# ---- mem_access_unit ----
==> mem_access_unit/clocks.png <==
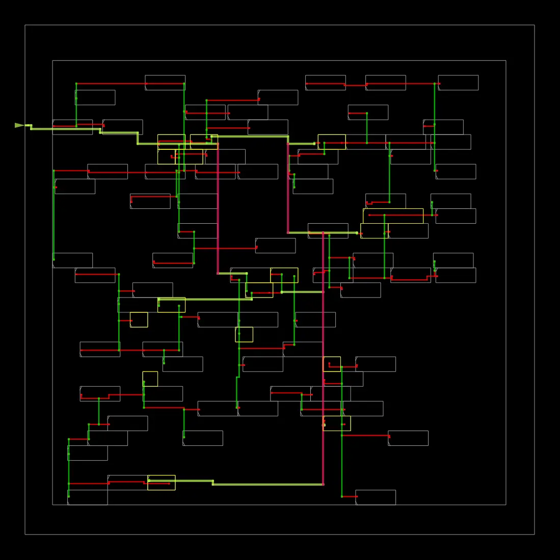

**src/rtl/mem_access_unit.sv**
```systemverilog
// Memory-access stage between EX and WB.
// ALU results pass straight through to the MR/WB bundle one cycle later.
// Loads and stores are captured, issued to data memory and held until ack.
// If no ack arrives within 16 access cycles, the op is aborted and the
// sticky error flag is raised.
module mem_access_unit (
    input  logic        clk,
    input  logic        rst,
    input  logic        in_valid,
    input  logic        mem_rd_in,
    input  logic        mem_write_in,
    input  logic [15:0] alu_res_in,
    input  logic [15:0] rd_data_2_in,
    input  logic        reg_write_in,
    input  logic [2:0]  wr_add_in,
    input  logic [3:0]  opcode_in,
    output logic        stall_out,
    output logic        dmem_req,
    output logic        dmem_we,
    output logic [15:0] dmem_addr,
    output logic [15:0] dmem_wdata,
    input  logic        dmem_ack,
    input  logic [15:0] dmem_rdata,
    output logic        wb_valid,
    output logic        wb_reg_write,
    output logic [2:0]  wb_addr,
    output logic [15:0] wb_data,
    output logic [3:0]  wb_opcode,
    output logic        wb_z_flag,
    output logic        mem_err
);

    typedef enum logic [1:0] {
        IDLE   = 2'd0,
        ACCESS = 2'd1,
        ABORT  = 2'd2
    } state_t;

    state_t      state_q, state_d;
    logic [15:0] addr_q, addr_d;
    logic [15:0] wdata_q, wdata_d;
    logic        we_q, we_d;
    logic        reg_write_q, reg_write_d;
    logic [2:0]  wr_add_q, wr_add_d;
    logic [3:0]  opcode_q, opcode_d;
    logic [3:0]  timeout_q, timeout_d;
    logic        wb_valid_q, wb_valid_d;
    logic        wb_reg_write_q, wb_reg_write_d;
    logic [2:0]  wb_addr_q, wb_addr_d;
    logic [15:0] wb_data_q, wb_data_d;
    logic [3:0]  wb_opcode_q, wb_opcode_d;
    logic        wb_z_q, wb_z_d;
    logic        mem_err_q, mem_err_d;
    logic        stall;

    logic is_mem_op;
    logic is_conflict;
    logic is_alu_op;

    assign is_mem_op   = in_valid & (mem_rd_in ^ mem_write_in);
    assign is_conflict = in_valid & mem_rd_in & mem_write_in;
    assign is_alu_op   = in_valid & ~mem_rd_in & ~mem_write_in;

    // Next-state, capture, timeout and writeback-bundle logic.
    always_comb begin
        state_d        = state_q;
        addr_d         = addr_q;
        wdata_d        = wdata_q;
        we_d           = we_q;
        reg_write_d    = reg_write_q;
        wr_add_d       = wr_add_q;
        opcode_d       = opcode_q;
        timeout_d      = timeout_q;
        wb_valid_d     = 1'b0;
        wb_reg_write_d = wb_reg_write_q;
        wb_addr_d      = wb_addr_q;
        wb_data_d      = wb_data_q;
        wb_opcode_d    = wb_opcode_q;
        wb_z_d         = wb_z_q;
        mem_err_d      = mem_err_q;
        stall          = 1'b0;

        case (state_q)
            IDLE: begin
                if (is_mem_op) begin
                    stall       = 1'b1;
                    addr_d      = alu_res_in;
                    wdata_d     = rd_data_2_in;
                    we_d        = mem_write_in;
                    reg_write_d = reg_write_in;
                    wr_add_d    = wr_add_in;
                    opcode_d    = opcode_in;
                    timeout_d   = 4'd0;
                    state_d     = ACCESS;
                end else if (is_conflict) begin
                    mem_err_d      = 1'b1;
                    wb_valid_d     = 1'b1;
                    wb_reg_write_d = 1'b0;
                    wb_addr_d      = wr_add_in;
                    wb_data_d      = alu_res_in;
                    wb_opcode_d    = opcode_in;
                    wb_z_d         = 1'b0;
                end else if (is_alu_op) begin
                    wb_valid_d     = 1'b1;
                    wb_reg_write_d = reg_write_in;
                    wb_addr_d      = wr_add_in;
                    wb_data_d      = alu_res_in;
                    wb_opcode_d    = opcode_in;
                    wb_z_d         = 1'b0;
                end
            end
            ACCESS: begin
                stall = 1'b1;
                if (dmem_ack) begin
                    state_d     = IDLE;
                    wb_valid_d  = 1'b1;
                    wb_addr_d   = wr_add_q;
                    wb_opcode_d = opcode_q;
                    if (we_q) begin
                        wb_reg_write_d = 1'b0;
                        wb_data_d      = addr_q;
                        wb_z_d         = 1'b0;
                    end else begin
                        wb_reg_write_d = reg_write_q;
                        wb_data_d      = dmem_rdata;
                        wb_z_d         = (dmem_rdata == 16'h0000);
                    end
                end else if (timeout_q == 4'd15) begin
                    state_d        = ABORT;
                    mem_err_d      = 1'b1;
                    wb_valid_d     = 1'b1;
                    wb_reg_write_d = 1'b0;
                    wb_addr_d      = wr_add_q;
                    wb_data_d      = addr_q;
                    wb_opcode_d    = opcode_q;
                    wb_z_d         = 1'b0;
                end else begin
                    timeout_d = timeout_q + 4'd1;
                end
            end
            ABORT: begin
                stall   = 1'b1;
                state_d = IDLE;
            end
            default: begin
                state_d = IDLE;
            end
        endcase
    end

    // State and datapath registers with synchronous reset.
    always_ff @(posedge clk) begin
        if (rst) begin
            state_q        <= IDLE;
            addr_q         <= 16'h0000;
            wdata_q        <= 16'h0000;
            we_q           <= 1'b0;
            reg_write_q    <= 1'b0;
            wr_add_q       <= 3'd0;
            opcode_q       <= 4'd0;
            timeout_q      <= 4'd0;
            wb_valid_q     <= 1'b0;
            wb_reg_write_q <= 1'b0;
            wb_addr_q      <= 3'd0;
            wb_data_q      <= 16'h0000;
            wb_opcode_q    <= 4'b1111;
            wb_z_q         <= 1'b0;
            mem_err_q      <= 1'b0;
        end else begin
            state_q        <= state_d;
            addr_q         <= addr_d;
            wdata_q        <= wdata_d;
            we_q           <= we_d;
            reg_write_q    <= reg_write_d;
            wr_add_q       <= wr_add_d;
            opcode_q       <= opcode_d;
            timeout_q      <= timeout_d;
            wb_valid_q     <= wb_valid_d;
            wb_reg_write_q <= wb_reg_write_d;
            wb_addr_q      <= wb_addr_d;
            wb_data_q      <= wb_data_d;
            wb_opcode_q    <= wb_opcode_d;
            wb_z_q         <= wb_z_d;
            mem_err_q      <= mem_err_d;
        end
    end

    // The request and its fields come straight from the captured registers.
    assign dmem_req     = (state_q == ACCESS);
    assign dmem_we      = dmem_req & we_q;
    assign dmem_addr    = addr_q;
    assign dmem_wdata   = wdata_q;
    assign stall_out    = stall & ~rst;
    assign wb_valid     = wb_valid_q;
    assign wb_reg_write = wb_reg_write_q;
    assign wb_addr      = wb_addr_q;
    assign wb_data      = wb_data_q;
    assign wb_opcode    = wb_opcode_q;
    assign wb_z_flag    = wb_z_q;
    assign mem_err      = mem_err_q;

endmodule

```
**config.mk**
```make
export PLATFORM = sky130hd
export DESIGN_NAME = mem_access_unit
export DESIGN_NICKNAME = d
export VERILOG_FILES = /design/src/rtl/mem_access_unit.sv
export SDC_FILE = /design/constraint.sdc
export NUM_CORES = 1
export LEC_CHECK = 0
export CORE_MARGIN = 5
export CORE_UTILIZATION = 48
export DETAILED_ROUTE_END_ITERATION = 8
export PLACE_DENSITY = 0.91
export SYNTH_ARGS = -nofsm -noshare
export SYNTH_HDL_FRONTEND = slang
export SYNTH_SLANG_ARGS = --single-unit
```
**constraint.sdc**
```tcl
create_clock -name clk -period 4.9 [get_ports clk]
set_input_delay 0.49 -clock clk [delete_from_list [all_inputs] [get_ports clk]]
set_output_delay 0.49 -clock clk [all_outputs]
set_load 0.05 [all_outputs]
```
# ---- mdu_seq ----
**src/rtl/mdu_pkg.sv**
```systemverilog
// Shared definitions for the iterative RV64M multiply/divide unit.
package mdu_pkg;

  localparam int unsigned XLEN_DEFAULT  = 64;
  localparam int unsigned CNT_W_DEFAULT = 7;

  localparam logic [2:0] OP_MUL    = 3'b000;
  localparam logic [2:0] OP_MULH   = 3'b001;
  localparam logic [2:0] OP_MULHSU = 3'b010;
  localparam logic [2:0] OP_MULHU  = 3'b011;
  localparam logic [2:0] OP_DIV    = 3'b100;
  localparam logic [2:0] OP_DIVU   = 3'b101;
  localparam logic [2:0] OP_REM    = 3'b110;
  localparam logic [2:0] OP_REMU   = 3'b111;

  typedef enum logic [1:0] {
    ST_IDLE = 2'd0,
    ST_CALC = 2'd1,
    ST_DONE = 2'd2
  } state_e;

endpackage

```
**src/rtl/mdu_negate.sv**
```systemverilog
// Conditional two's-complement: y_c = en ? -a : a.
module mdu_negate #(
  parameter int unsigned W = 64
) (
  input  logic         en,
  input  logic [W-1:0] a,
  output logic [W-1:0] y_c
);

  assign y_c = en ? (~a + W'(1)) : a;

endmodule

```
**src/rtl/mdu_seq.sv**
```systemverilog
// Iterative RV64M multiply/divide: shift-add multiply and restoring divide,
// one bit per cycle on operand magnitudes, sign fixed up on the final edge.
module mdu_seq
  import mdu_pkg::*;
#(
  parameter int unsigned XLEN  = XLEN_DEFAULT,
  parameter int unsigned CNT_W = CNT_W_DEFAULT
) (
  input  logic            clock,
  input  logic            reset,
  input  logic            start,
  input  logic [2:0]      op,
  input  logic [XLEN-1:0] rs1_data,
  input  logic [XLEN-1:0] rs2_data,
  input  logic [4:0]      rd_in,
  output logic            busy,
  output logic            done,
  output logic [XLEN-1:0] result,
  output logic [4:0]      rd_out,
  output logic            wb_en
);

  state_e           state;
  logic [2:0]       op_q;
  logic [XLEN-1:0]  opnd;
  logic [XLEN-1:0]  acc_hi;
  logic [XLEN-1:0]  acc_lo;
  logic             res_neg;
  logic [CNT_W-1:0] cnt;

  logic             sign_a_c, sign_b_c, div_zero_c, div_ovf_c;
  logic [XLEN-1:0]  mag_a_c, mag_b_c, fast_res_c;
  logic [XLEN:0]    mul_sum_c, div_shift_c, div_trial_c;
  logic [XLEN-1:0]  nxt_hi_c, nxt_lo_c, raw_c, neg_res_c, final_res_c;

  // Operand sign/magnitude and fast-path decode for the request at the inputs
  always_comb begin
    sign_a_c   = ((op == OP_MULH) || (op == OP_MULHSU) || (op == OP_DIV) || (op == OP_REM))
                 && rs1_data[XLEN-1];
    sign_b_c   = ((op == OP_MULH) || (op == OP_DIV) || (op == OP_REM)) && rs2_data[XLEN-1];
    div_zero_c = op[2] && (rs2_data == '0);
    div_ovf_c  = ((op == OP_DIV) || (op == OP_REM))
                 && (rs1_data == {1'b1, {(XLEN-1){1'b0}}}) && (rs2_data == '1);
    fast_res_c = '0;
    if (div_zero_c) begin
      fast_res_c = op[1] ? rs1_data : '1;
    end else if (div_ovf_c) begin
      fast_res_c = op[1] ? '0 : rs1_data;
    end
  end

  mdu_negate #(.W(XLEN)) u_neg_a (.en(sign_a_c), .a(rs1_data), .y_c(mag_a_c));
  mdu_negate #(.W(XLEN)) u_neg_b (.en(sign_b_c), .a(rs2_data), .y_c(mag_b_c));

  // One iteration: acc_hi is partial product / remainder, acc_lo is multiplier / quotient
  always_comb begin
    mul_sum_c   = {1'b0, acc_hi} + (acc_lo[0] ? {1'b0, opnd} : '0);
    div_shift_c = {acc_hi, acc_lo[XLEN-1]};
    div_trial_c = div_shift_c - {1'b0, opnd};
    nxt_hi_c    = mul_sum_c[XLEN:1];
    nxt_lo_c    = {mul_sum_c[0], acc_lo[XLEN-1:1]};
    if (op_q[2]) begin
      nxt_hi_c = div_trial_c[XLEN] ? div_shift_c[XLEN-1:0] : div_trial_c[XLEN-1:0];
      nxt_lo_c = {acc_lo[XLEN-2:0], ~div_trial_c[XLEN]};
    end
  end

  always_comb begin
    raw_c = nxt_hi_c;
    if ((op_q == OP_MUL) || (op_q == OP_DIV) || (op_q == OP_DIVU)) begin
      raw_c = nxt_lo_c;
    end
  end

  mdu_negate #(.W(XLEN)) u_neg_r (.en(res_neg), .a(raw_c), .y_c(neg_res_c));

  // Negated high half borrows from the low half: only +1 when the low half is zero
  always_comb begin
    final_res_c = neg_res_c;
    if (((op_q == OP_MULH) || (op_q == OP_MULHSU)) && res_neg && (nxt_lo_c != '0)) begin
      final_res_c = ~nxt_hi_c;
    end
  end

  always_ff @(posedge clock) begin
    if (reset) begin
      state   <= ST_IDLE;
      op_q    <= OP_MUL;
      opnd    <= '0;
      acc_hi  <= '0;
      acc_lo  <= '0;
      res_neg <= 1'b0;
      cnt     <= '0;
      busy    <= 1'b0;
      done    <= 1'b0;
      wb_en   <= 1'b0;
      result  <= '0;
      rd_out  <= '0;
    end else begin
      done  <= 1'b0;
      wb_en <= 1'b0;
      case (state)
        ST_IDLE: begin
          if (start) begin
            op_q    <= op;
            rd_out  <= rd_in;
            cnt     <= '0;
            busy    <= 1'b1;
            res_neg <= (op[2] && op[1]) ? sign_a_c : (sign_a_c ^ sign_b_c);
            opnd    <= op[2] ? mag_b_c : mag_a_c;
            acc_lo  <= op[2] ? mag_a_c : mag_b_c;
            acc_hi  <= '0;
            if (div_zero_c || div_ovf_c) begin
              state  <= ST_DONE;
              done   <= 1'b1;
              wb_en  <= (rd_in != 5'd0);
              result <= fast_res_c;
            end else begin
              state <= ST_CALC;
            end
          end
        end
        ST_CALC: begin
          acc_hi <= nxt_hi_c;
          acc_lo <= nxt_lo_c;
          cnt    <= cnt + CNT_W'(1);
          if (cnt == CNT_W'(XLEN - 1)) begin
            state  <= ST_DONE;
            done   <= 1'b1;
            wb_en  <= (rd_out != 5'd0);
            result <= final_res_c;
          end
        end
        ST_DONE: begin
          state <= ST_IDLE;
          busy  <= 1'b0;
        end
        default: begin
          state <= ST_IDLE;
          busy  <= 1'b0;
        end
      endcase
    end
  end

endmodule
```
**config.mk**
```make
export PLATFORM = sky130hd
export DESIGN_NAME = mdu_seq
export DESIGN_NICKNAME = d
export VERILOG_FILES = /design/src/rtl/mdu_pkg.sv /design/src/rtl/mdu_negate.sv /design/src/rtl/mdu_seq.sv
export SDC_FILE = /design/constraint.sdc
export NUM_CORES = 1
export LEC_CHECK = 0
export CAP_MARGIN = 20
export CORE_MARGIN = 2
export CORE_UTILIZATION = 42
export CTS_CLUSTER_SIZE = 16
export DETAILED_ROUTE_END_ITERATION = 10
export PLACE_DENSITY = 0.6
export SETUP_SLACK_MARGIN = 0.05
export SKIP_LAST_GASP = 1
export SLEW_MARGIN = 20
export SYNTH_ARGS = -nofsm -noshare
export SYNTH_HDL_FRONTEND = slang
export SYNTH_SLANG_ARGS = --single-unit
export TNS_END_PERCENT = 50
```
**constraint.sdc**
```tcl
create_clock -name clock -period 4.9 [get_ports clock]
set_input_delay 0.735 -clock clock [delete_from_list [all_inputs] [get_ports clock]]
set_output_delay 0.735 -clock clock [all_outputs]
set_load 0.1 [all_outputs]
```
==> mem_access_unit/wires.png <==
Scale: 6 px per um. Only two layers are drawn.
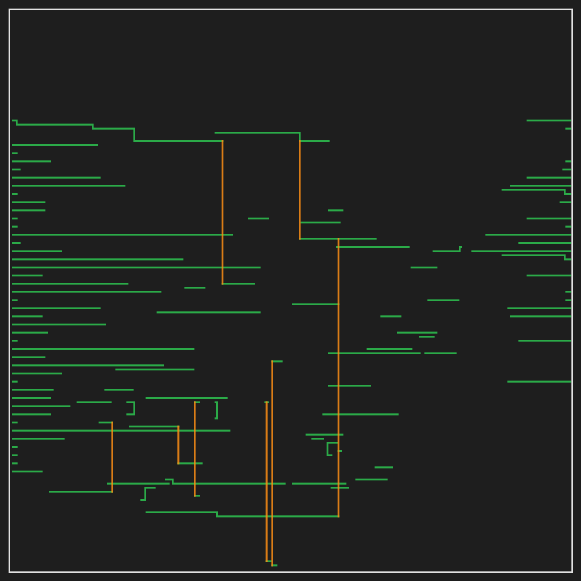
orange -> metal 4  # wire length 180 um
green -> metal 3  # wire length 944 um

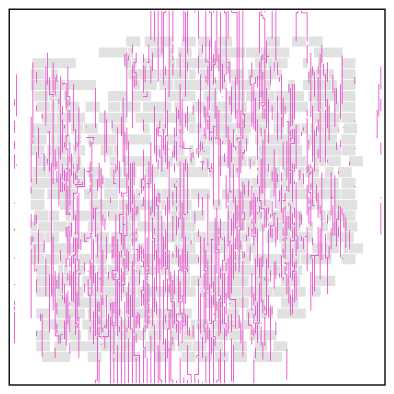
(mem_access_unit/layer_met2.png)
Scale: 4 px per um. Cells faint in the background.
nets with wire on the layer = 494
main direction = vertical
share of all routed wire = 49%

## Picture notes: mem_access_unit/clocks.png
clk latency late pin: 360 ps
registers: 74

==> flow_metrics.env, mem_access_unit <==
# source this file to load flow results
export IMPL_cts_resized=0
export IMPL_rows=30
export IMPL_chipHeight_um=93.6
export IMPL_layout_top_cell="clkdlybuf4s50_1"
export IMPL_io_buffers=123
export IMPL_ant_nets=0
export IMPL_buffer_area_share_pct=26.1
export IMPL_met2_usage_pct=40.4
export IMPL_fin_setup_tns_ps=0
export IMPL_swShare_pct=34.1
export IMPL_cp_cell_sequence="inv_1 > ha_1 > inv_1 > nor3_2 > buf_4 > nor2_1 > nor3_1 > clkdlybuf4s50_1"
export IMPL_power_internal_w=0.00106
export IMPL_grt_max_degree=57
export IMPL_power_frac_seq_pct=41.7
export IMPL_synth_logic_top_family="AND-OR/OR-AND gates"
export IMPL_p_comb_w=0.000443
export IMPL_fillerInstances=544
export IMPL_fp_nets=463
export IMPL_status="finished, final reports clean"
export IMPL_gp_congestion=0.870
export IMPL_comb_area_sq_mm=0.00170
export IMPL_common_cells="84 x nand2_1, 74 x dfxtp_1, 52 x a21oi_1"
export IMPL_cpPeakStageDelay_ps=850
export IMPL_fp_dieW_um=93.6
export IMPL_worstSetupPathType="register to output pin"
export IMPL_warnings=28
export IMPL_yosys_area_sq_mm=0.00335
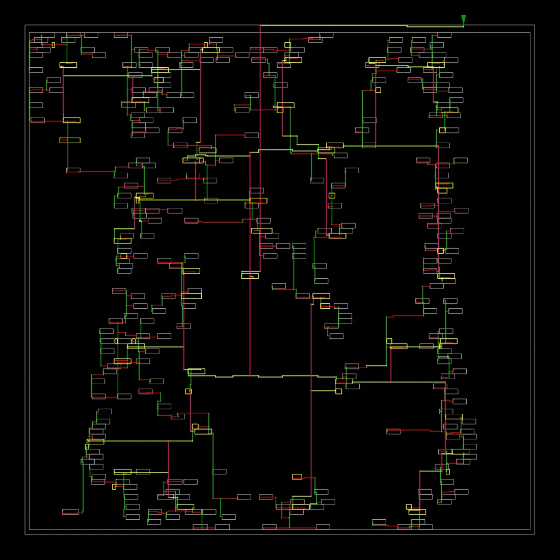
(mdu_seq/clocks.png)
CLK BUF: 45
Worst Clk Skew: 40.0 ps
clock sinks: 277

==> flow_metrics.env, mdu_seq <==
# source this file to load flow results
export IMPL_compound_area_share_pct=31.0
export IMPL_nWellTaps=959
export IMPL_violations="negative setup slack"
export IMPL_syn_area_per_cell_sq_um=6.72
export IMPL_status="finished with violations"
export IMPL_synth_area_leader_cell="dfxtp_1"
export IMPL_r2r_end="result[61]"
export IMPL_hold_violations=0
export IMPL_grt_util_all_layers_pct=42.8
export IMPL_path_buffers=9
export IMPL_antenna_found_initial=8
export IMPL_drive_above_1_share_pct=25.9
export IMPL_cp_endpoint="result[61]"
export IMPL_syn_inst=4625
export IMPL_placed_area_sq_mm=0.0409
export IMPL_p_comb_share_pct=52.8
export IMPL_worst_slack_ps=-201
export IMPL_inv_count=125
export IMPL_finalSetupViolations=45
export IMPL_worstSetupPathType="register to register"

==> screenshots <==
Port wiring.
panel A
Scale: 4 px per um.
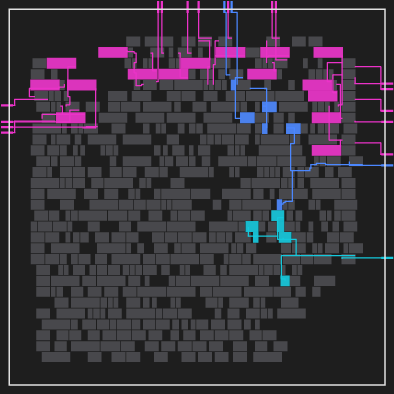
panel B
Scale: 1.5 px per um.
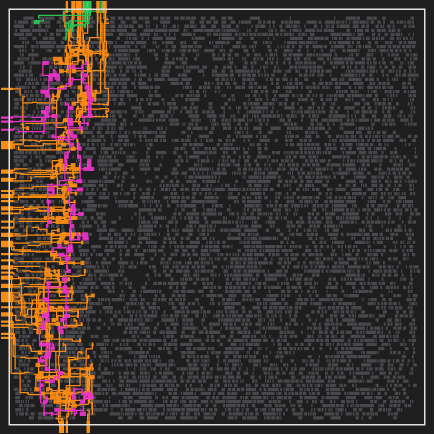
mdu_seq: panel B
mem_access_unit: panel A
- largest die: panel B
- most cells: panel B


# ---- ps2_rx ----
==> ps2_rx/clocks.png <==
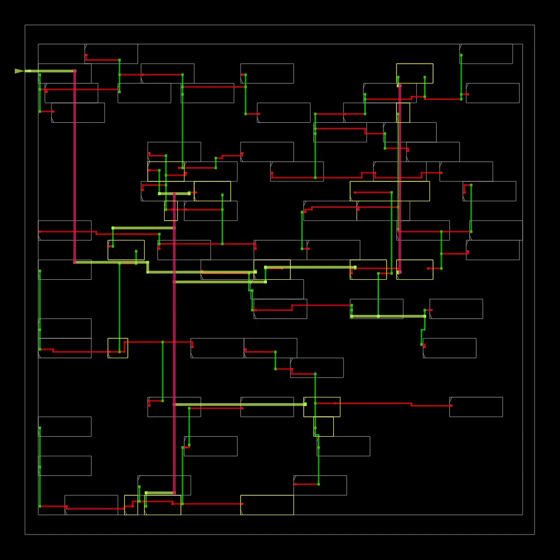

**config.mk**
```make
export PLATFORM = sky130hd
export DESIGN_NAME = ps2_rx
export DESIGN_NICKNAME = d
export VERILOG_FILES = /design/src/rtl/ps2_rx.sv
export SDC_FILE = /design/constraint.sdc
export NUM_CORES = 1
export LEC_CHECK = 0
export ABC_CLOCK_PERIOD_IN_PS = 3100
export CAP_MARGIN = 20
export CORE_MARGIN = 1.5
export CORE_UTILIZATION = 56
export DETAILED_ROUTE_END_ITERATION = 16
export GPL_TIMING_DRIVEN = 0
export PLACE_DENSITY = 0.79
export SETUP_SLACK_MARGIN = 0.5
export SKIP_CTS_REPAIR_TIMING = 1
export SLEW_MARGIN = 20
export SYNTH_ARGS = -nofsm -noshare
export SYNTH_HDL_FRONTEND = slang
export SYNTH_SLANG_ARGS = --single-unit
```
**constraint.sdc**
```tcl
create_clock -name clk -period 3.1 [get_ports clk]
set_input_delay 0.775 -clock clk [delete_from_list [all_inputs] [get_ports clk]]
set_output_delay 0.775 -clock clk [all_outputs]
set_load 0.02 [all_outputs]
```
**src/rtl/ps2_rx.sv**
```systemverilog
// ps2_rx: PS/2 device-to-host receiver and scan-code prefix decoder.
//
// Deserializes 11-bit frames (start, 8 data bits LSB first, odd parity, stop)
// from debounced, clk-synchronous PS/2 lines. It reports each good byte, and it
// folds the 0xE0 (extended) and 0xF0 (break) prefixes into one scan-code event.
// A watchdog aborts a frame that stalls between PS/2 falling edges.
//
// Ports:
//   clk, rst            system clock, synchronous active-high reset
//   ps2_clk, ps2_data   debounced PS/2 lines, already synchronous to clk
//   byte_valid          one-cycle pulse: rx_byte holds a correctly framed byte
//   rx_byte             last good received byte
//   code_valid          one-cycle pulse: complete scan-code event
//   code                scan code with prefixes stripped
//   code_break          event was preceded by 0xF0 (key release)
//   code_ext            event was preceded by 0xE0 (extended key)
//   err                 one-cycle pulse: frame rejected
//   err_type            01 parity, 10 framing, 11 timeout; holds last value
module ps2_rx #(
    parameter int unsigned TIMEOUT = 100000
) (
    input  logic       clk,
    input  logic       rst,
    input  logic       ps2_clk,
    input  logic       ps2_data,
    output logic       byte_valid,
    output logic [7:0] rx_byte,
    output logic       code_valid,
    output logic [7:0] code,
    output logic       code_break,
    output logic       code_ext,
    output logic       err,
    output logic [1:0] err_type
);

    localparam int unsigned TW = $clog2(TIMEOUT + 1);
    localparam logic [TW-1:0] TO_LAST = TW'(TIMEOUT - 1);

    typedef enum logic [1:0] {IDLE, DATA, PARITY, STOP} state_e;

    state_e        state_q, state_d;
    logic          clk_q, clk_d;
    logic [7:0]    sr_q, sr_d;
    logic [2:0]    bit_cnt_q, bit_cnt_d;
    logic          par_q, par_d;
    logic [TW-1:0] to_cnt_q, to_cnt_d;
    logic          byte_valid_q, byte_valid_d;
    logic [7:0]    rx_byte_q, rx_byte_d;
    logic          err_q, err_d;
    logic [1:0]    err_type_q, err_type_d;
    logic          brk_q, brk_d;
    logic          ext_q, ext_d;
    logic          code_valid_q, code_valid_d;
    logic [7:0]    code_q, code_d;
    logic          code_break_q, code_break_d;
    logic          code_ext_q, code_ext_d;

    logic          fall;
    logic [TW-1:0] to_inc;
    logic          tout, stop_fall, frame_err, par_err, good;

    assign fall   = clk_q & ~ps2_clk;
    assign to_inc = to_cnt_q + TW'(1);

    // State register
    always_ff @(posedge clk) begin
        if (rst) state_q <= IDLE;
        else     state_q <= state_d;
    end

    // Next-state logic; a fall in the same cycle as the timeout wins
    always_comb begin
        state_d = state_q;
        unique case (state_q)
            IDLE:    if (fall && !ps2_data)             state_d = DATA;
            DATA:    if (fall && bit_cnt_q == 3'd7)     state_d = PARITY;
            PARITY:  if (fall)                          state_d = STOP;
            STOP:    if (fall)                          state_d = IDLE;
            default:                                    state_d = IDLE;
        endcase
        if (tout) state_d = IDLE;
    end

    // Frame-check outputs of the FSM
    always_comb begin
        // Fires on the edge where the counter becomes TIMEOUT-1
        tout      = (state_q != IDLE) && !fall && (to_inc == TO_LAST);
        stop_fall = (state_q == STOP) && fall;
        frame_err = stop_fall && !ps2_data;
        par_err   = stop_fall && ps2_data && !(^{sr_q, par_q});
        good      = stop_fall && ps2_data && (^{sr_q, par_q});
    end

    // Datapath and prefix decoder
    always_comb begin
        clk_d        = ps2_clk;
        sr_d         = sr_q;
        bit_cnt_d    = bit_cnt_q;
        par_d        = par_q;
        to_cnt_d     = (state_q == IDLE || fall) ? '0 : to_inc;

        if (state_q == IDLE && fall && !ps2_data) bit_cnt_d = '0;
        if (state_q == DATA && fall) begin
            sr_d      = {ps2_data, sr_q[7:1]};
            bit_cnt_d = bit_cnt_q + 3'd1;
        end
        if (state_q == PARITY && fall) par_d = ps2_data;

        byte_valid_d = good;
        rx_byte_d    = good ? sr_q : rx_byte_q;
        err_d        = frame_err | par_err | tout;
        if (frame_err)    err_type_d = 2'b10;
        else if (par_err) err_type_d = 2'b01;
        else if (tout)    err_type_d = 2'b11;
        else              err_type_d = err_type_q;

        // Decoder runs one cycle behind the byte pulse
        code_valid_d = 1'b0;
        code_d       = code_q;
        code_break_d = code_break_q;
        code_ext_d   = code_ext_q;
        brk_d        = brk_q;
        ext_d        = ext_q;
        if (byte_valid_q) begin
            if (rx_byte_q == 8'hF0) begin
                brk_d = 1'b1;
            end else if (rx_byte_q == 8'hE0) begin
                ext_d = 1'b1;
            end else begin
                code_valid_d = 1'b1;
                code_d       = rx_byte_q;
                code_break_d = brk_q;
                code_ext_d   = ext_q;
                brk_d        = 1'b0;
                ext_d        = 1'b0;
            end
        end
        // A rejected frame drops any partial prefix
        if (err_q) begin
            brk_d = 1'b0;
            ext_d = 1'b0;
        end
    end

    always_ff @(posedge clk) begin
        if (rst) begin
            clk_q        <= 1'b1;
            sr_q         <= '0;
            bit_cnt_q    <= '0;
            par_q        <= 1'b0;
            to_cnt_q     <= '0;
            byte_valid_q <= 1'b0;
            rx_byte_q    <= '0;
            err_q        <= 1'b0;
            err_type_q   <= '0;
            brk_q        <= 1'b0;
            ext_q        <= 1'b0;
            code_valid_q <= 1'b0;
            code_q       <= '0;
            code_break_q <= 1'b0;
            code_ext_q   <= 1'b0;
        end else begin
            clk_q        <= clk_d;
            sr_q         <= sr_d;
            bit_cnt_q    <= bit_cnt_d;
            par_q        <= par_d;
            to_cnt_q     <= to_cnt_d;
            byte_valid_q <= byte_valid_d;
            rx_byte_q    <= rx_byte_d;
            err_q        <= err_d;
            err_type_q   <= err_type_d;
            brk_q        <= brk_d;
            ext_q        <= ext_d;
            code_valid_q <= code_valid_d;
            code_q       <= code_d;
            code_break_q <= code_break_d;
            code_ext_q   <= code_ext_d;
        end
    end

    assign byte_valid = byte_valid_q;
    assign rx_byte    = rx_byte_q;
    assign err        = err_q;
    assign err_type   = err_type_q;
    assign code_valid = code_valid_q;
    assign code       = code_q;
    assign code_break = code_break_q;
    assign code_ext   = code_ext_q;

endmodule

```
# ---- jtag_dtm_sampler_flat ----
==> config.mk <==
export PLATFORM = sky130hd
export DESIGN_NAME = jtag_dtm_sampler_flat
export DESIGN_NICKNAME = d
export VERILOG_FILES = /design/src/rtl/jtag_dtm_sampler_if.sv /design/src/rtl/jtag_dtm_sampler.sv /design/src/flat_wrapper.sv
export SDC_FILE = /design/constraint.sdc
export NUM_CORES = 1
export LEC_CHECK = 0
export CORE_UTILIZATION = 50
export DETAILED_ROUTE_END_ITERATION = 12
export PLACE_DENSITY = 0.81
export SYNTH_ARGS = -nofsm -noshare
export SYNTH_HDL_FRONTEND = slang
export SYNTH_SLANG_ARGS = --single-unit
export TNS_END_PERCENT = 100
==> constraint.sdc <==
create_clock -name clock -period 6 [get_ports clock]
set_input_delay 1.2 -clock clock [delete_from_list [all_inputs] [get_ports clock]]
set_output_delay 1.2 -clock clock [all_outputs]
set_load 0.1 [all_outputs]
==> src/rtl/jtag_dtm_sampler_if.sv <==
// DMI request/response bus between the JTAG DTM (master) and the debug module (slave).
interface jtag_dtm_sampler_if #(
   parameter int ABITS = 7
);
   logic             dmi_req_valid;
   logic             dmi_req_ready;
   logic [ABITS-1:0] dmi_req_addr;
   logic [31:0]      dmi_req_data;
   logic [1:0]       dmi_req_op;
   logic             dmi_resp_valid;
   logic             dmi_resp_ready;
   logic [31:0]      dmi_resp_data;
   logic [1:0]       dmi_resp_resp;

   modport master (
      output dmi_req_valid, dmi_req_addr, dmi_req_data, dmi_req_op, dmi_resp_ready,
      input  dmi_req_ready, dmi_resp_valid, dmi_resp_data, dmi_resp_resp
   );

   modport slave (
      input  dmi_req_valid, dmi_req_addr, dmi_req_data, dmi_req_op, dmi_resp_ready,
      output dmi_req_ready, dmi_resp_valid, dmi_resp_data, dmi_resp_resp
   );
endinterface

==> src/rtl/jtag_dtm_sampler.sv <==
// JTAG DTM that oversamples the TAP pins in the system clock domain and bridges
// DMI scans onto a valid/ready request/response bus.
module jtag_dtm_sampler #(
   parameter int          ABITS       = 7,
   parameter logic [31:0] IDCODE      = 32'h0000_0001,
   parameter int          SYNC_STAGES = 2
) (
   input  logic               clock,
   input  logic               reset,
   input  logic               jtag_TCK,
   input  logic               jtag_TMS,
   input  logic               jtag_TDI,
   input  logic               jtag_TRSTn,
   output logic               jtag_TDO_data,
   output logic               jtag_TDO_driven,
   jtag_dtm_sampler_if.master dmi
);
   localparam int DRW = ABITS + 34;
   localparam logic [4:0] IR_IDCODE = 5'h01;
   localparam logic [4:0] IR_DTMCS  = 5'h10;
   localparam logic [4:0] IR_DMI    = 5'h11;

   typedef enum logic [3:0] {
      TLR, RTI, SEL_DR, CAP_DR, SHIFT_DR, EXIT1_DR, PAUSE_DR, EXIT2_DR, UPD_DR,
      SEL_IR, CAP_IR, SHIFT_IR, EXIT1_IR, PAUSE_IR, EXIT2_IR, UPD_IR
   } tap_state_t;

   logic [SYNC_STAGES-1:0] tck_sync, tms_sync, tdi_sync, trstn_sync;
   logic                   tck_prev;
   logic                   tck_s, tms_s, tdi_s, trstn_s;
   logic                   tck_rise, tck_fall;
   tap_state_t             state;
   logic [4:0]             ir, ir_shift;
   logic [DRW-1:0]         dr_shift, dr_cap, dr_shifted;
   logic                   busy, acked, discard;
   logic [1:0]             sticky;
   logic [ABITS-1:0]       last_addr;
   logic [31:0]            resp_data_q;
   logic                   upd_dr, req_fire;

   function automatic tap_state_t tap_next(input tap_state_t s, input logic tms);
      case (s)
         TLR:      return tms ? TLR      : RTI;
         RTI:      return tms ? SEL_DR   : RTI;
         SEL_DR:   return tms ? SEL_IR   : CAP_DR;
         CAP_DR:   return tms ? EXIT1_DR : SHIFT_DR;
         SHIFT_DR: return tms ? EXIT1_DR : SHIFT_DR;
         EXIT1_DR: return tms ? UPD_DR   : PAUSE_DR;
         PAUSE_DR: return tms ? EXIT2_DR : PAUSE_DR;
         EXIT2_DR: return tms ? UPD_DR   : SHIFT_DR;
         UPD_DR:   return tms ? SEL_DR   : RTI;
         SEL_IR:   return tms ? TLR      : CAP_IR;
         CAP_IR:   return tms ? EXIT1_IR : SHIFT_IR;
         SHIFT_IR: return tms ? EXIT1_IR : SHIFT_IR;
         EXIT1_IR: return tms ? UPD_IR   : PAUSE_IR;
         PAUSE_IR: return tms ? EXIT2_IR : PAUSE_IR;
         EXIT2_IR: return tms ? UPD_IR   : SHIFT_IR;
         UPD_IR:   return tms ? SEL_DR   : RTI;
         default:  return TLR;
      endcase
   endfunction

   always_ff @(posedge clock or negedge reset) begin
      if (!reset) begin
         tck_sync   <= '0;
         tms_sync   <= '1;
         tdi_sync   <= '0;
         trstn_sync <= '0;
         tck_prev   <= 1'b0;
      end else begin
         tck_sync   <= {tck_sync[SYNC_STAGES-2:0], jtag_TCK};
         tms_sync   <= {tms_sync[SYNC_STAGES-2:0], jtag_TMS};
         tdi_sync   <= {tdi_sync[SYNC_STAGES-2:0], jtag_TDI};
         trstn_sync <= {trstn_sync[SYNC_STAGES-2:0], jtag_TRSTn};
         tck_prev   <= tck_s;
      end
   end

   assign tck_s    = tck_sync[SYNC_STAGES-1];
   assign tms_s    = tms_sync[SYNC_STAGES-1];
   assign tdi_s    = tdi_sync[SYNC_STAGES-1];
   assign trstn_s  = trstn_sync[SYNC_STAGES-1];
   assign tck_rise = tck_s & ~tck_prev;
   assign tck_fall = ~tck_s & tck_prev;

   // Capture value and shifted value of the DR selected by the current IR.
   always_comb begin
      dr_cap     = '0;
      dr_shifted = {{(DRW-1){1'b0}}, tdi_s};
      case (ir)
         IR_IDCODE: begin
            dr_cap     = {{(DRW-32){1'b0}}, IDCODE};
            dr_shifted = {{(DRW-32){1'b0}}, tdi_s, dr_shift[31:1]};
         end
         IR_DTMCS: begin
            dr_cap     = {{(DRW-32){1'b0}}, 17'b0, 3'd1, sticky, 6'(ABITS), 4'd1};
            dr_shifted = {{(DRW-32){1'b0}}, tdi_s, dr_shift[31:1]};
         end
         IR_DMI: begin
            dr_cap     = {last_addr, resp_data_q, (busy ? 2'd3 : sticky)};
            dr_shifted = {tdi_s, dr_shift[DRW-1:1]};
         end
         default: ;
      endcase
   end

   always_ff @(posedge clock or negedge reset) begin
      if (!reset) begin
         state           <= TLR;
         ir              <= IR_IDCODE;
         ir_shift        <= '0;
         dr_shift        <= '0;
         jtag_TDO_data   <= 1'b0;
         jtag_TDO_driven <= 1'b0;
      end else begin
         if (tck_fall) begin
            jtag_TDO_data   <= (state >= SEL_IR) ? ir_shift[0] : dr_shift[0];
            jtag_TDO_driven <= (state == SHIFT_IR) || (state == SHIFT_DR);
         end
         if (!trstn_s) begin
            state <= TLR;
            ir    <= IR_IDCODE;
         end else begin
            if (tck_rise) begin
               state <= tap_next(state, tms_s);
               case (state)
                  CAP_IR:   ir_shift <= 5'b00001;
                  SHIFT_IR: ir_shift <= {tdi_s, ir_shift[4:1]};
                  CAP_DR:   dr_shift <= dr_cap;
                  SHIFT_DR: dr_shift <= dr_shifted;
                  default: ;
               endcase
            end
            if (tck_fall && state == UPD_IR) ir <= ir_shift;
            if (state == TLR) ir <= IR_IDCODE;
         end
      end
   end

   assign upd_dr             = tck_fall && trstn_s && (state == UPD_DR);
   assign req_fire           = dmi.dmi_req_valid && dmi.dmi_req_ready;
   assign dmi.dmi_resp_ready = 1'b1;

   // Later assignments win, so a busy error (3) overrides a same-clock response failure.
   always_ff @(posedge clock or negedge reset) begin
      if (!reset) begin
         dmi.dmi_req_valid <= 1'b0;
         dmi.dmi_req_addr  <= '0;
         dmi.dmi_req_data  <= '0;
         dmi.dmi_req_op    <= '0;
         busy              <= 1'b0;
         acked             <= 1'b0;
         discard           <= 1'b0;
         sticky            <= '0;
         last_addr         <= '0;
         resp_data_q       <= '0;
      end else begin
         if (req_fire) begin
            dmi.dmi_req_valid <= 1'b0;
            acked             <= 1'b1;
         end
         if (dmi.dmi_resp_valid) begin
            if (discard) begin
               discard <= 1'b0;
            end else if (busy && acked) begin
               resp_data_q <= dmi.dmi_resp_data;
               if (dmi.dmi_resp_resp != 2'd0 && sticky == 2'd0) sticky <= 2'd2;
               busy  <= 1'b0;
               acked <= 1'b0;
            end
         end
         if (upd_dr && ir == IR_DTMCS) begin
            if (dr_shift[16] || dr_shift[17]) sticky <= 2'd0;
            if (dr_shift[17]) begin
               busy              <= 1'b0;
               acked             <= 1'b0;
               dmi.dmi_req_valid <= 1'b0;
               discard           <= busy && (acked || req_fire);
            end
         end
         if (upd_dr && ir == IR_DMI) begin
            if (busy) begin
               sticky <= 2'd3;
            end else if (sticky == 2'd0 && (dr_shift[1:0] == 2'd1 || dr_shift[1:0] == 2'd2)) begin
               dmi.dmi_req_valid <= 1'b1;
               dmi.dmi_req_addr  <= dr_shift[DRW-1:34];
               dmi.dmi_req_data  <= dr_shift[33:2];
               dmi.dmi_req_op    <= dr_shift[1:0];
               last_addr         <= dr_shift[DRW-1:34];
               busy              <= 1'b1;
            end
         end
      end
   end
endmodule
==> src/flat_wrapper.sv <==
// flat-port wrapper written by rule: the top's interface ports become plain ports
module jtag_dtm_sampler_flat 
#(
   parameter int          ABITS       = 7,
   parameter logic [31:0] IDCODE      = 32'h0000_0001,
   parameter int          SYNC_STAGES = 2
)
  (clock, reset, jtag_TCK, jtag_TMS, jtag_TDI, jtag_TRSTn, jtag_TDO_data, jtag_TDO_driven, dmi_dmi_req_valid, dmi_dmi_req_addr, dmi_dmi_req_data, dmi_dmi_req_op, dmi_dmi_resp_ready, dmi_dmi_req_ready, dmi_dmi_resp_valid, dmi_dmi_resp_data, dmi_dmi_resp_resp);
  jtag_dtm_sampler_if #(.ABITS(ABITS)) dmi_i ();
  input  logic clock;
  input  logic reset;
  input  logic jtag_TCK;
  input  logic jtag_TMS;
  input  logic jtag_TDI;
  input  logic jtag_TRSTn;
  output logic jtag_TDO_data;
  output logic jtag_TDO_driven;
  output wire logic [$bits(dmi_i.dmi_req_valid)-1:0] dmi_dmi_req_valid;
  output wire logic [$bits(dmi_i.dmi_req_addr)-1:0] dmi_dmi_req_addr;
  output wire logic [$bits(dmi_i.dmi_req_data)-1:0] dmi_dmi_req_data;
  output wire logic [$bits(dmi_i.dmi_req_op)-1:0] dmi_dmi_req_op;
  output wire logic [$bits(dmi_i.dmi_resp_ready)-1:0] dmi_dmi_resp_ready;
  input wire logic [$bits(dmi_i.dmi_req_ready)-1:0] dmi_dmi_req_ready;
  input wire logic [$bits(dmi_i.dmi_resp_valid)-1:0] dmi_dmi_resp_valid;
  input wire logic [$bits(dmi_i.dmi_resp_data)-1:0] dmi_dmi_resp_data;
  input wire logic [$bits(dmi_i.dmi_resp_resp)-1:0] dmi_dmi_resp_resp;
  assign dmi_dmi_req_valid = dmi_i.dmi_req_valid;
  assign dmi_dmi_req_addr = dmi_i.dmi_req_addr;
  assign dmi_dmi_req_data = dmi_i.dmi_req_data;
  assign dmi_dmi_req_op = dmi_i.dmi_req_op;
  assign dmi_dmi_resp_ready = dmi_i.dmi_resp_ready;
  assign dmi_i.dmi_req_ready = dmi_dmi_req_ready;
  assign dmi_i.dmi_resp_valid = dmi_dmi_resp_valid;
  assign dmi_i.dmi_resp_data = dmi_dmi_resp_data;
  assign dmi_i.dmi_resp_resp = dmi_dmi_resp_resp;
  jtag_dtm_sampler #(.ABITS(ABITS), .IDCODE(IDCODE), .SYNC_STAGES(SYNC_STAGES)) u_core (.clock(clock), .reset(reset), .jtag_TCK(jtag_TCK), .jtag_TMS(jtag_TMS), .jtag_TDI(jtag_TDI), .jtag_TRSTn(jtag_TRSTn), .jtag_TDO_data(jtag_TDO_data), .jtag_TDO_driven(jtag_TDO_driven), .dmi(dmi_i));
endmodule
# ---- range_tracker ----
==> src/rtl/range_tracker.sv <==
// Windowed max/min/range/count tracker framed by go/finish, with a sticky protocol error state.
// Define RANGE_SIGNED_EN for two's-complement data and signed max/min comparisons.
module range_tracker #(
    parameter int unsigned WIDTH = 8,
    parameter int unsigned CNT_W = 8
) (
    input  logic             clock,
    input  logic             reset,
    input  logic             go,
    input  logic             finish,
    input  logic [WIDTH-1:0] data_in,
    output logic [WIDTH-1:0] range,
    output logic [WIDTH-1:0] max_out,
    output logic [WIDTH-1:0] min_out,
    output logic [CNT_W-1:0] count,
    output logic             valid,
    output logic             busy,
    output logic             error
);

    typedef enum logic [1:0] {StIdle, StCollect, StDone, StErr} state_e;

    localparam logic [CNT_W-1:0] CntMax = '1;

    state_e           state_q, state_d;
    logic [WIDTH-1:0] run_max_q, run_max_d, run_min_q, run_min_d;
    logic [WIDTH-1:0] max_q, max_d, min_q, min_d, range_q, range_d;
    logic [CNT_W-1:0] run_cnt_q, run_cnt_d, cnt_q, cnt_d;

    logic             gt_max, lt_min;
    logic [WIDTH-1:0] next_max, next_min;
    logic [CNT_W-1:0] cnt_inc;

`ifdef RANGE_SIGNED_EN
    assign gt_max = $signed(data_in) > $signed(run_max_q);
    assign lt_min = $signed(data_in) < $signed(run_min_q);
`else
    assign gt_max = data_in > run_max_q;
    assign lt_min = data_in < run_min_q;
`endif

    // Ties keep the current accumulator value.
    assign next_max = gt_max ? data_in : run_max_q;
    assign next_min = lt_min ? data_in : run_min_q;
    assign cnt_inc  = (run_cnt_q == CntMax) ? run_cnt_q : run_cnt_q + CNT_W'(1);

    always_comb begin
        state_d   = state_q;
        run_max_d = run_max_q;
        run_min_d = run_min_q;
        run_cnt_d = run_cnt_q;
        max_d     = max_q;
        min_d     = min_q;
        range_d   = range_q;
        cnt_d     = cnt_q;

        case (state_q)
            StIdle, StDone, StErr: begin
                if (go && !finish) begin
                    run_max_d = data_in;
                    run_min_d = data_in;
                    run_cnt_d = CNT_W'(1);
                    state_d   = StCollect;
                end else if (finish) begin
                    state_d = StErr;
                end
            end
            StCollect: begin
                if (go) begin
                    // Partial window is dropped; result registers keep the last good window.
                    state_d = StErr;
                end else begin
                    run_max_d = next_max;
                    run_min_d = next_min;
                    run_cnt_d = cnt_inc;
                    if (finish) begin
                        max_d   = next_max;
                        min_d   = next_min;
                        range_d = next_max - next_min;
                        cnt_d   = cnt_inc;
                        state_d = StDone;
                    end
                end
            end
            default: state_d = StIdle;
        endcase
    end

    always_ff @(posedge clock or posedge reset) begin
        if (reset) begin
            state_q   <= StIdle;
            run_max_q <= '0;
            run_min_q <= '0;
            run_cnt_q <= '0;
            max_q     <= '0;
            min_q     <= '0;
            range_q   <= '0;
            cnt_q     <= '0;
        end else begin
            state_q   <= state_d;
            run_max_q <= run_max_d;
            run_min_q <= run_min_d;
            run_cnt_q <= run_cnt_d;
            max_q     <= max_d;
            min_q     <= min_d;
            range_q   <= range_d;
            cnt_q     <= cnt_d;
        end
    end

    assign range   = range_q;
    assign max_out = max_q;
    assign min_out = min_q;
    assign count   = cnt_q;
    assign valid   = (state_q == StDone);
    assign busy    = (state_q == StCollect);
    assign error   = (state_q == StErr);

endmodule

==> config.mk <==
export PLATFORM = sky130hd
export DESIGN_NAME = range_tracker
export DESIGN_NICKNAME = d
export VERILOG_FILES = /design/src/rtl/range_tracker.sv
export SDC_FILE = /design/constraint.sdc
export NUM_CORES = 1
export LEC_CHECK = 0
export CAP_MARGIN = 5
export CORE_UTILIZATION = 45
export CTS_BUF_LIST = sky130_fd_sc_hd__clkbuf_4 sky130_fd_sc_hd__clkbuf_8
export CTS_CLUSTER_DIAMETER = 120
export CTS_CLUSTER_SIZE = 16
export DETAILED_ROUTE_END_ITERATION = 10
export GPL_TIMING_DRIVEN = 0
export PLACE_DENSITY = 0.73
export SLEW_MARGIN = 25
export SYNTH_ARGS = -nofsm -noshare
export SYNTH_HDL_FRONTEND = slang
export SYNTH_SLANG_ARGS = --single-unit
export TNS_END_PERCENT = 10
==> constraint.sdc <==
create_clock -name clock -period 7.31 [get_ports clock]
set_clock_uncertainty 0.05 [all_clocks]
set_input_delay 1.462 -clock clock [delete_from_list [all_inputs] [get_ports clock]]
set_output_delay 1.462 -clock clock [all_outputs]
set_load 0.1 [all_outputs]
# ---- cpu_sequencer ----
<file path="src/rtl/cpu_sequencer.sv">
// cpu_sequencer: fetch/decode/execute/memory/writeback sequencer with branch resolution,
// a sticky halt, and an instruction counter.
module cpu_sequencer (
    input  logic        clk,
    input  logic        rst_n,
    input  logic        run,
    input  logic        imem_ack,
    input  logic [15:0] imem_rdata,
    input  logic        dmem_ack,
    input  logic [3:0]  break_flag,
    output logic        imem_req,
    output logic [7:0]  imem_addr,
    output logic [15:0] ir,
    output logic [26:0] opcode_onehot,
    output logic        exec_en,
    output logic        wb_en,
    output logic        dmem_req,
    output logic [7:0]  pc,
    output logic [15:0] instr_count,
    output logic        halted,
    output logic        illegal
);
    typedef enum logic [2:0] {IDLE, FETCH, DECODE, EXEC, MEM, WB, HALT} state_t;
    state_t state, state_nx;
    logic [4:0] op;
    logic taken, taken_nx;
    assign op = ir[15:11];
    assign imem_req = state == FETCH;
    assign imem_addr = pc;
    assign exec_en = state == EXEC;
    assign dmem_req = state == MEM;
    assign wb_en = state == WB;
    assign halted = state == HALT;
    assign taken_nx = (op == 5'd23) | (op == 5'd19 & break_flag[3]) | (op == 5'd20 & break_flag[2])
                    | (op == 5'd21 & break_flag[1]) | (op == 5'd22 & break_flag[0]);
    always_comb begin
        state_nx = state;
        case (state)
            IDLE:    state_nx = run ? FETCH : IDLE;
            FETCH:   state_nx = imem_ack ? DECODE : FETCH;
            DECODE:  state_nx = op > 5'd26 ? HALT : EXEC;
            EXEC:    state_nx = op == 5'd26 ? HALT : (op == 5'd12 || op == 5'd13) ? MEM : WB;
            MEM:     state_nx = dmem_ack ? WB : MEM;
            WB:      state_nx = run ? FETCH : IDLE;
            HALT:    state_nx = HALT;
            default: state_nx = IDLE;
        endcase
    end
    // The decoded opcode lives only while an instruction is in EXEC/MEM/WB.
    always_ff @(posedge clk or negedge rst_n) begin
        if (!rst_n) begin
            state         <= IDLE;
            pc            <= '0;
            ir            <= '0;
            opcode_onehot <= '0;
            instr_count   <= '0;
            illegal       <= 1'b0;
            taken         <= 1'b0;
        end else begin
            state <= state_nx;
            if (state == FETCH && imem_ack)
                ir <= imem_rdata;
            opcode_onehot <= (state == DECODE && state_nx == EXEC) ? 27'd1 << op :
                             (state_nx == EXEC || state_nx == MEM || state_nx == WB) ? opcode_onehot : '0;
            if (state == DECODE && op > 5'd26)
                illegal <= 1'b1;
            if (state == EXEC)
                taken <= taken_nx;
            if (state == WB) begin
                pc          <= pc + (taken ? ir[7:0] : 8'd1);
                instr_count <= instr_count + 16'd1;
            end
        end
    end
endmodule

</file>
<file path="config.mk">
export PLATFORM = sky130hd
export DESIGN_NAME = cpu_sequencer
export DESIGN_NICKNAME = d
export VERILOG_FILES = /design/src/rtl/cpu_sequencer.sv
export SDC_FILE = /design/constraint.sdc
export NUM_CORES = 1
export LEC_CHECK = 0
export CORE_MARGIN = 4
export CORE_UTILIZATION = 44
export CTS_BUF_LIST = sky130_fd_sc_hd__clkbuf_4
export DETAILED_ROUTE_END_ITERATION = 10
export PLACE_DENSITY = 0.78
export SLEW_MARGIN = 0
export SYNTH_ARGS = -nofsm -noshare
export SYNTH_HDL_FRONTEND = slang
export SYNTH_SLANG_ARGS = --single-unit
export TNS_END_PERCENT = 20
</file>
<file path="constraint.sdc">
create_clock -name clk -period 2.6 [get_ports clk]
set_clock_uncertainty 0.15 [all_clocks]
set_input_delay 0.52 -clock clk [delete_from_list [all_inputs] [get_ports clk]]
set_output_delay 0.52 -clock clk [all_outputs]
set_load 0.02 [all_outputs]
</file>

==> layout pictures side by side <==
Layout detail.
shot_01.png
Window x 55 to 75, y 55 to 75 um. Cells in gray, sequential cells in the stronger gray; small squares are vias.
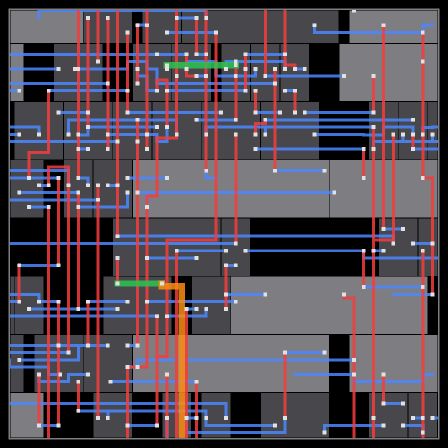
shot_02.png
Window x 75 to 95, y 75 to 95 um. Cells in gray, sequential cells in the stronger gray; small squares are vias.
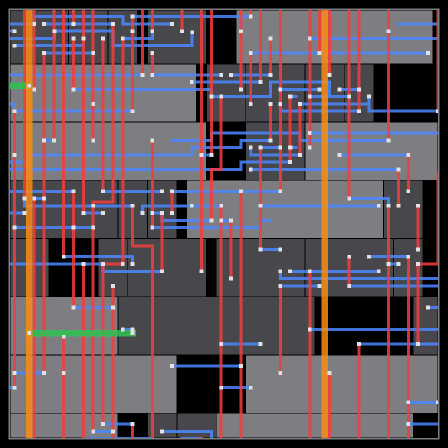
shot_03.png
Window x 62 to 82, y 62 to 82 um. Cells in gray, sequential cells in the stronger gray; small squares are vias.
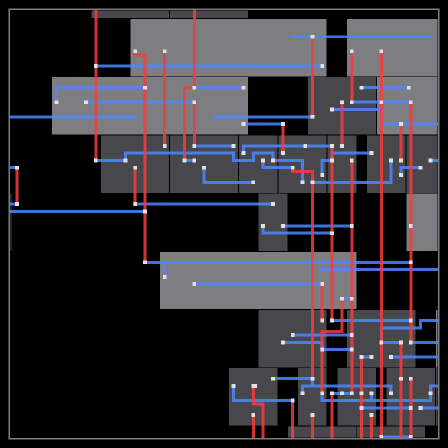
shot_04.png
Window x 43 to 63, y 43 to 63 um. Cells in gray, sequential cells in the stronger gray; small squares are vias.
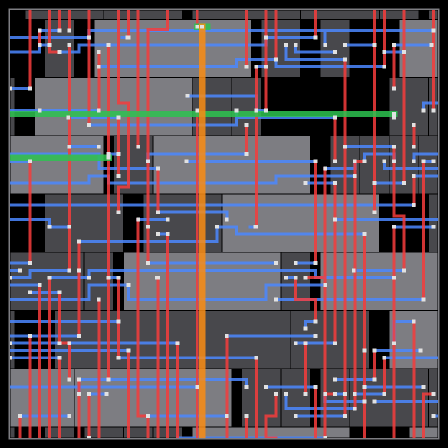
jtag_dtm_sampler_flat: shot_02.png
cpu_sequencer: shot_03.png
ps2_rx: shot_04.png
range_tracker: shot_01.png

==> jtag_dtm_sampler_flat/wires.png <==
Scale: 4 px per um. Only two layers are drawn.
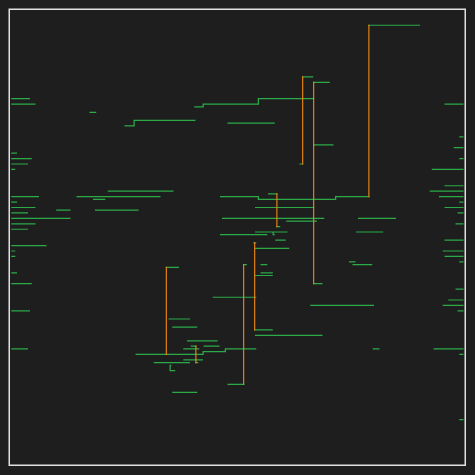
green -> metal 3  # wire length 593 um
orange -> metal 4  # wire length 201 um

==> flow_metrics.env, jtag_dtm_sampler_flat <==
# source this file to load flow results
export IMPL_status="finished, final reports clean"
export IMPL_synthTopCellsByArea="dfrtp_1 57%, mux2_2 13%, o21ai_0 4.2%"
export IMPL_cp_cell_sequence="or4b_1 > nor3_4 > a22oi_1 > o21ai_0"
export IMPL_ys_types=56
export IMPL_drc=0
export IMPL_slew_headroom_pct=25.2
export IMPL_routed_wl_um=13700
export IMPL_layout_top_cell="dfrtp_1"
export IMPL_antenna_found_initial=0
export IMPL_nWellTaps=168
export IMPL_finalCriticalPeriod_ps=3180
export IMPL_cts_tree="built"
export IMPL_skew_ps=6.69
export IMPL_edf_count=0
export IMPL_grt_pass1_vias=4539
export IMPL_cts_root_buf="clkbuf_16"
export IMPL_rrSetupSlack_ps=2820
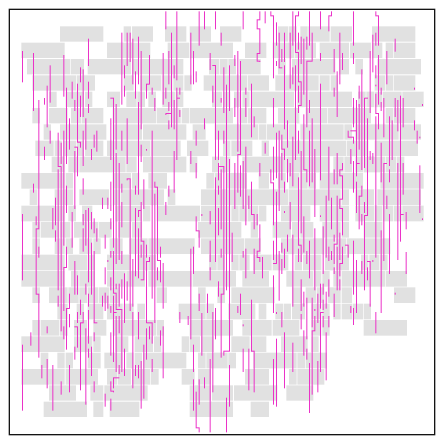
(ps2_rx/layer_met2.png)
Scale: 6 px per um. Cells faint in the background.
longest straight run = 34.2 um
nets with wire on the layer = 277
wire length on this layer = 2580 um
main direction = vertical
share of all routed wire = 50%
met2 usage: 38.4%
Vias: 2128
WL final: 5190 um

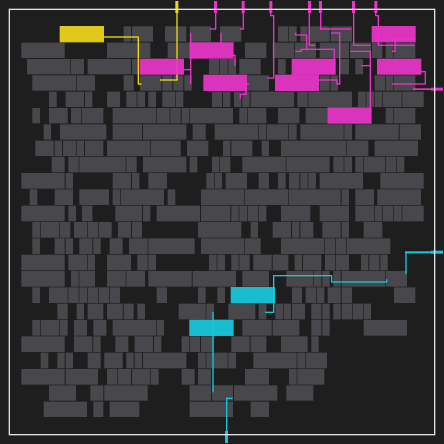
(ps2_rx/io_fan.png)
Scale: 6 px per um.
yellow -> `code_break`  # direction output, edge top, end cells 1, wire 28.4 um
magenta -> `code`  # direction output, edge 7 top, 1 right, end cells 8, wire 136 um
cyan -> `err_type`  # direction output, edge 1 bottom, 1 right, end cells 2, wire 58.7 um

## Picture notes: ps2_rx/clocks.png
CLK BUF: 9
clock sinks: 57
registers: 57
clock network power: 0.000663 W

==> flow_metrics.env, ps2_rx <==
# source this file to load flow results
export IMPL_ant_nets=0
export IMPL_diodes=0
export IMPL_insertion_delay_ps=340
export IMPL_ys_async_sr_fraction_pct=0
export IMPL_maxCapViolCount=0
export IMPL_clk_share_pct=5.95
export IMPL_p_leak_nw=1.07
export IMPL_rows=24
export IMPL_r2r_end="state_q[0]"
export IMPL_die_area_sq_mm=0.00499
export IMPL_drive_above_1_share_pct=7.65
export IMPL_ff_type="dfxtp_1"
export IMPL_firstDrtPassIters=5
export IMPL_swShare_pct=25.7
export IMPL_crit_start="ps2_clk"
export IMPL_seqCellArea_sq_mm=0.00114
export IMPL_ys_cells=299
export IMPL_path_buffers=3
export IMPL_cp_num_cells=8
export IMPL_status="finished, final reports clean"
export IMPL_clockBufferDepth=2
export IMPL_min_from="ext_q"
export IMPL_cp_endpoint="rx_byte[3]"
export IMPL_ys_sh_simple_pct=26.8
export IMPL_power_frac_clock_pct=42.1
export IMPL_fmax_mhz=421
export IMPL_fin_hold_ws_ps=456
export IMPL_synth_top_area_share_pct=44.5
export IMPL_syn_area_per_cell_sq_um=8.57
export IMPL_wl_per_cell_um=13.2
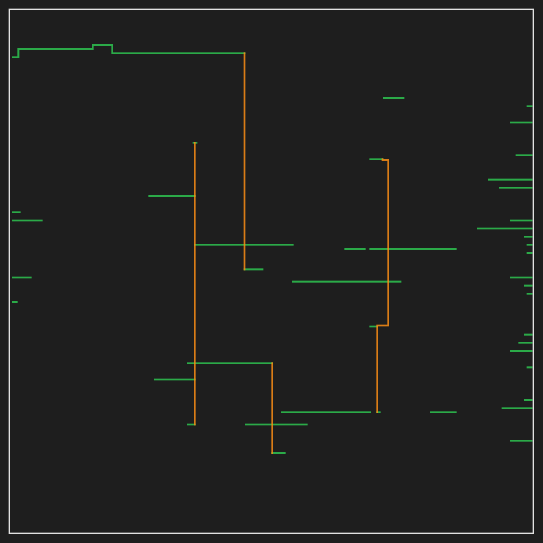
(range_tracker/wires.png)
Scale: 6 px per um. Only two layers are drawn.
orange -> metal 4  # wire length 143 um
green -> metal 3  # wire length 230 um
total track usage: 20.9%
wire per inst: 14.1 um
Vias: 2642

==> flow_metrics.env, range_tracker <==
# source this file to load flow results
export IMPL_clock_buffers=9
export IMPL_grt_pass1_wl_um=12000
export IMPL_power_total_w=0.00194
export IMPL_status="finished, final reports clean"
export IMPL_maxCapViolCount=0
export IMPL_synth_top_cell_by_count="nand2_1"
export IMPL_worstSetupPathType="primary input to register"
export IMPL_fp_nets=380
export IMPL_synthTopCellsByArea="dfrtp_1 45%, ha_1 8.8%, nand2_1 6.8%"
export IMPL_critPathSlowestCell="clkdlybuf4s50_1"
export IMPL_switching_power_w=0.00102
export IMPL_grtUsageMet1_pct=27.9
export IMPL_min_to="max_out[4]"
export IMPL_comb_multi_input_count=255
export IMPL_drt_met1_wl_um=3420
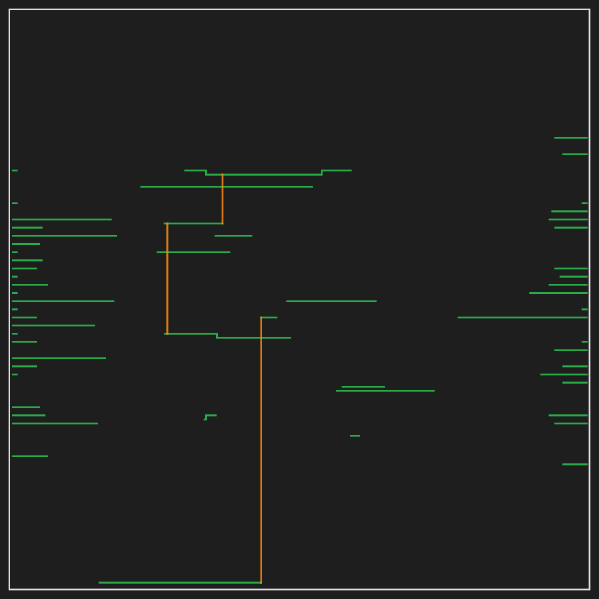
(cpu_sequencer/wires.png)
Scale: 6 px per um. Only two layers are drawn.
orange -> metal 4  # wire length 70.7 um
green -> metal 3  # wire length 438 um
WL final: 8290 um
total track usage: 19.1%
wire per inst: 15.6 um
Vias: 2747

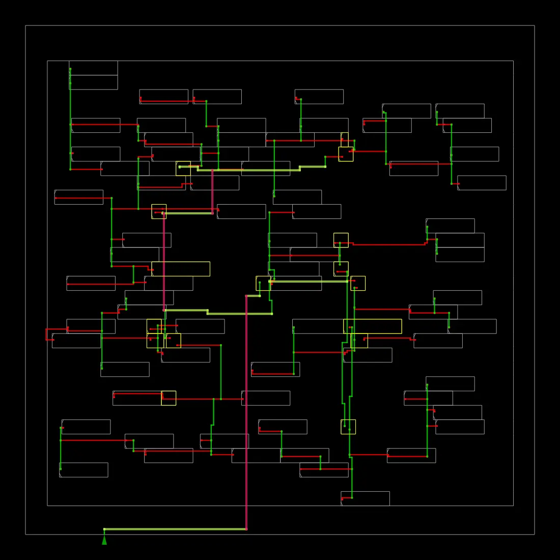
(cpu_sequencer/clocks.png)
CLK BUF: 9
clock network power: 0.000807 W
clk latency late pin: 410 ps
registers: 72
clock sinks: 72

==> flow_metrics.env, cpu_sequencer <==
# source this file to load flow results
export IMPL_fin_setup_tns_ps=0
export IMPL_grt_remaining_overflow=0
export IMPL_cts_tree="built"
export IMPL_ys_types=48
export IMPL_synth_area_leader_cell="dfrtp_1"
export IMPL_dpl_cell_count=515
export IMPL_dp_slack_ps=85.1
export IMPL_path_buffers=2
export IMPL_fmax_mhz=407
export IMPL_ys_cells=328
export IMPL_p_seq_w=0.00168
export IMPL_slew_headroom_pct=40.6
export IMPL_inv_count=8
export IMPL_worstMarginPinSlew_ps=891
export IMPL_cp_endpoint="halted"
export IMPL_seqCellArea_sq_mm=0.00181
export IMPL_synth_top_area_share_pct=52.3
export IMPL_status="finished, final reports clean"
export IMPL_warnings=26
export IMPL_synth_xor_area_share_pct=4.32
export IMPL_hold_buffers=0
export IMPL_netlist_area_sq_mm=0.00344


==> layout pictures side by side <==
Met2 routing.
Plate I
Scale: 4 px per um. Cells faint in the background.
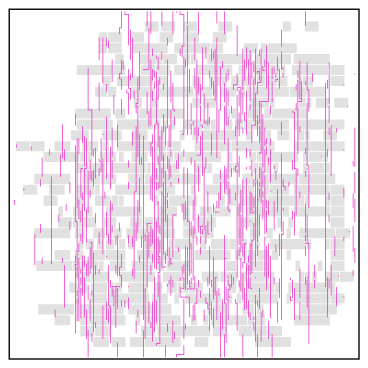
Plate II
Scale: 4 px per um. Cells faint in the background.
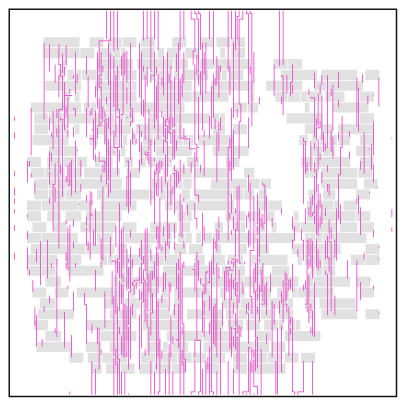
Plate III
Scale: 3 px per um. Cells faint in the background.
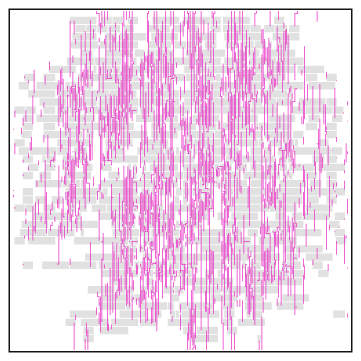
Plate IV
Scale: 1.5 px per um. Cells faint in the background.
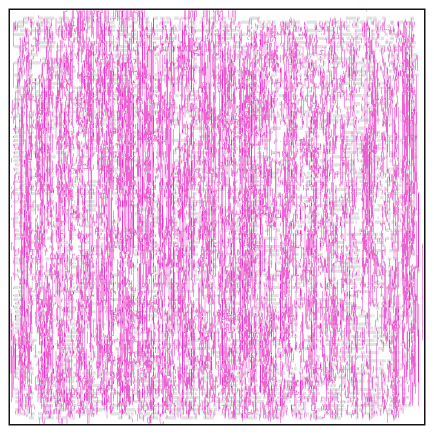
Plate IV comes from mdu_seq.
Plate III comes from jtag_dtm_sampler_flat.
Plate I comes from range_tracker.
Plate II comes from cpu_sequencer.
Of these, smallest die: Plate I
Of these, largest die: Plate IV


## Gallery

Port wiring.
(a)
Scale: 4 px per um.
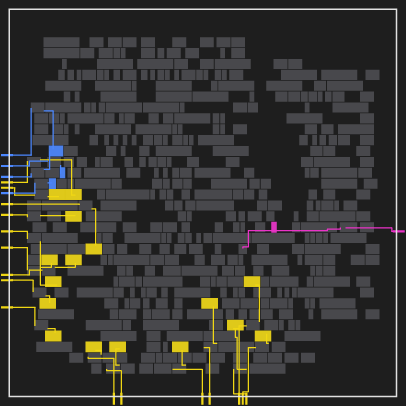
(b)
Scale: 3 px per um.
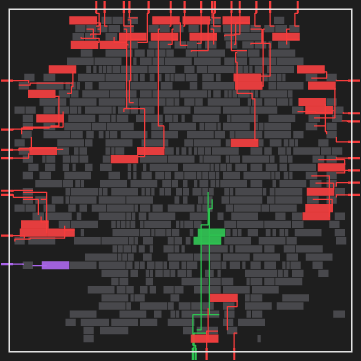
(c)
Scale: 4 px per um.
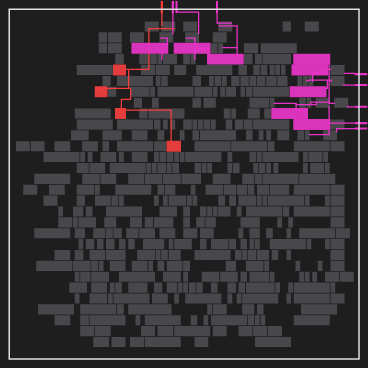
(a) comes from cpu_sequencer.
(b) comes from jtag_dtm_sampler_flat.
(c) comes from range_tracker.

Key to (b):
green -> `dmi_dmi_req_op`  # direction output, edge bottom, end cells 2, wire 132 um
purple -> `jtag_TDI`  # direction input, edge left, end cells 1, wire 8.70 um
red -> `dmi_dmi_req_data`  # direction output, edge 15 top, 8 right, 7 left, 2 bottom, end cells 32, wire 821 um

No activity file was given, so power comes from the tool's default toggle rates.
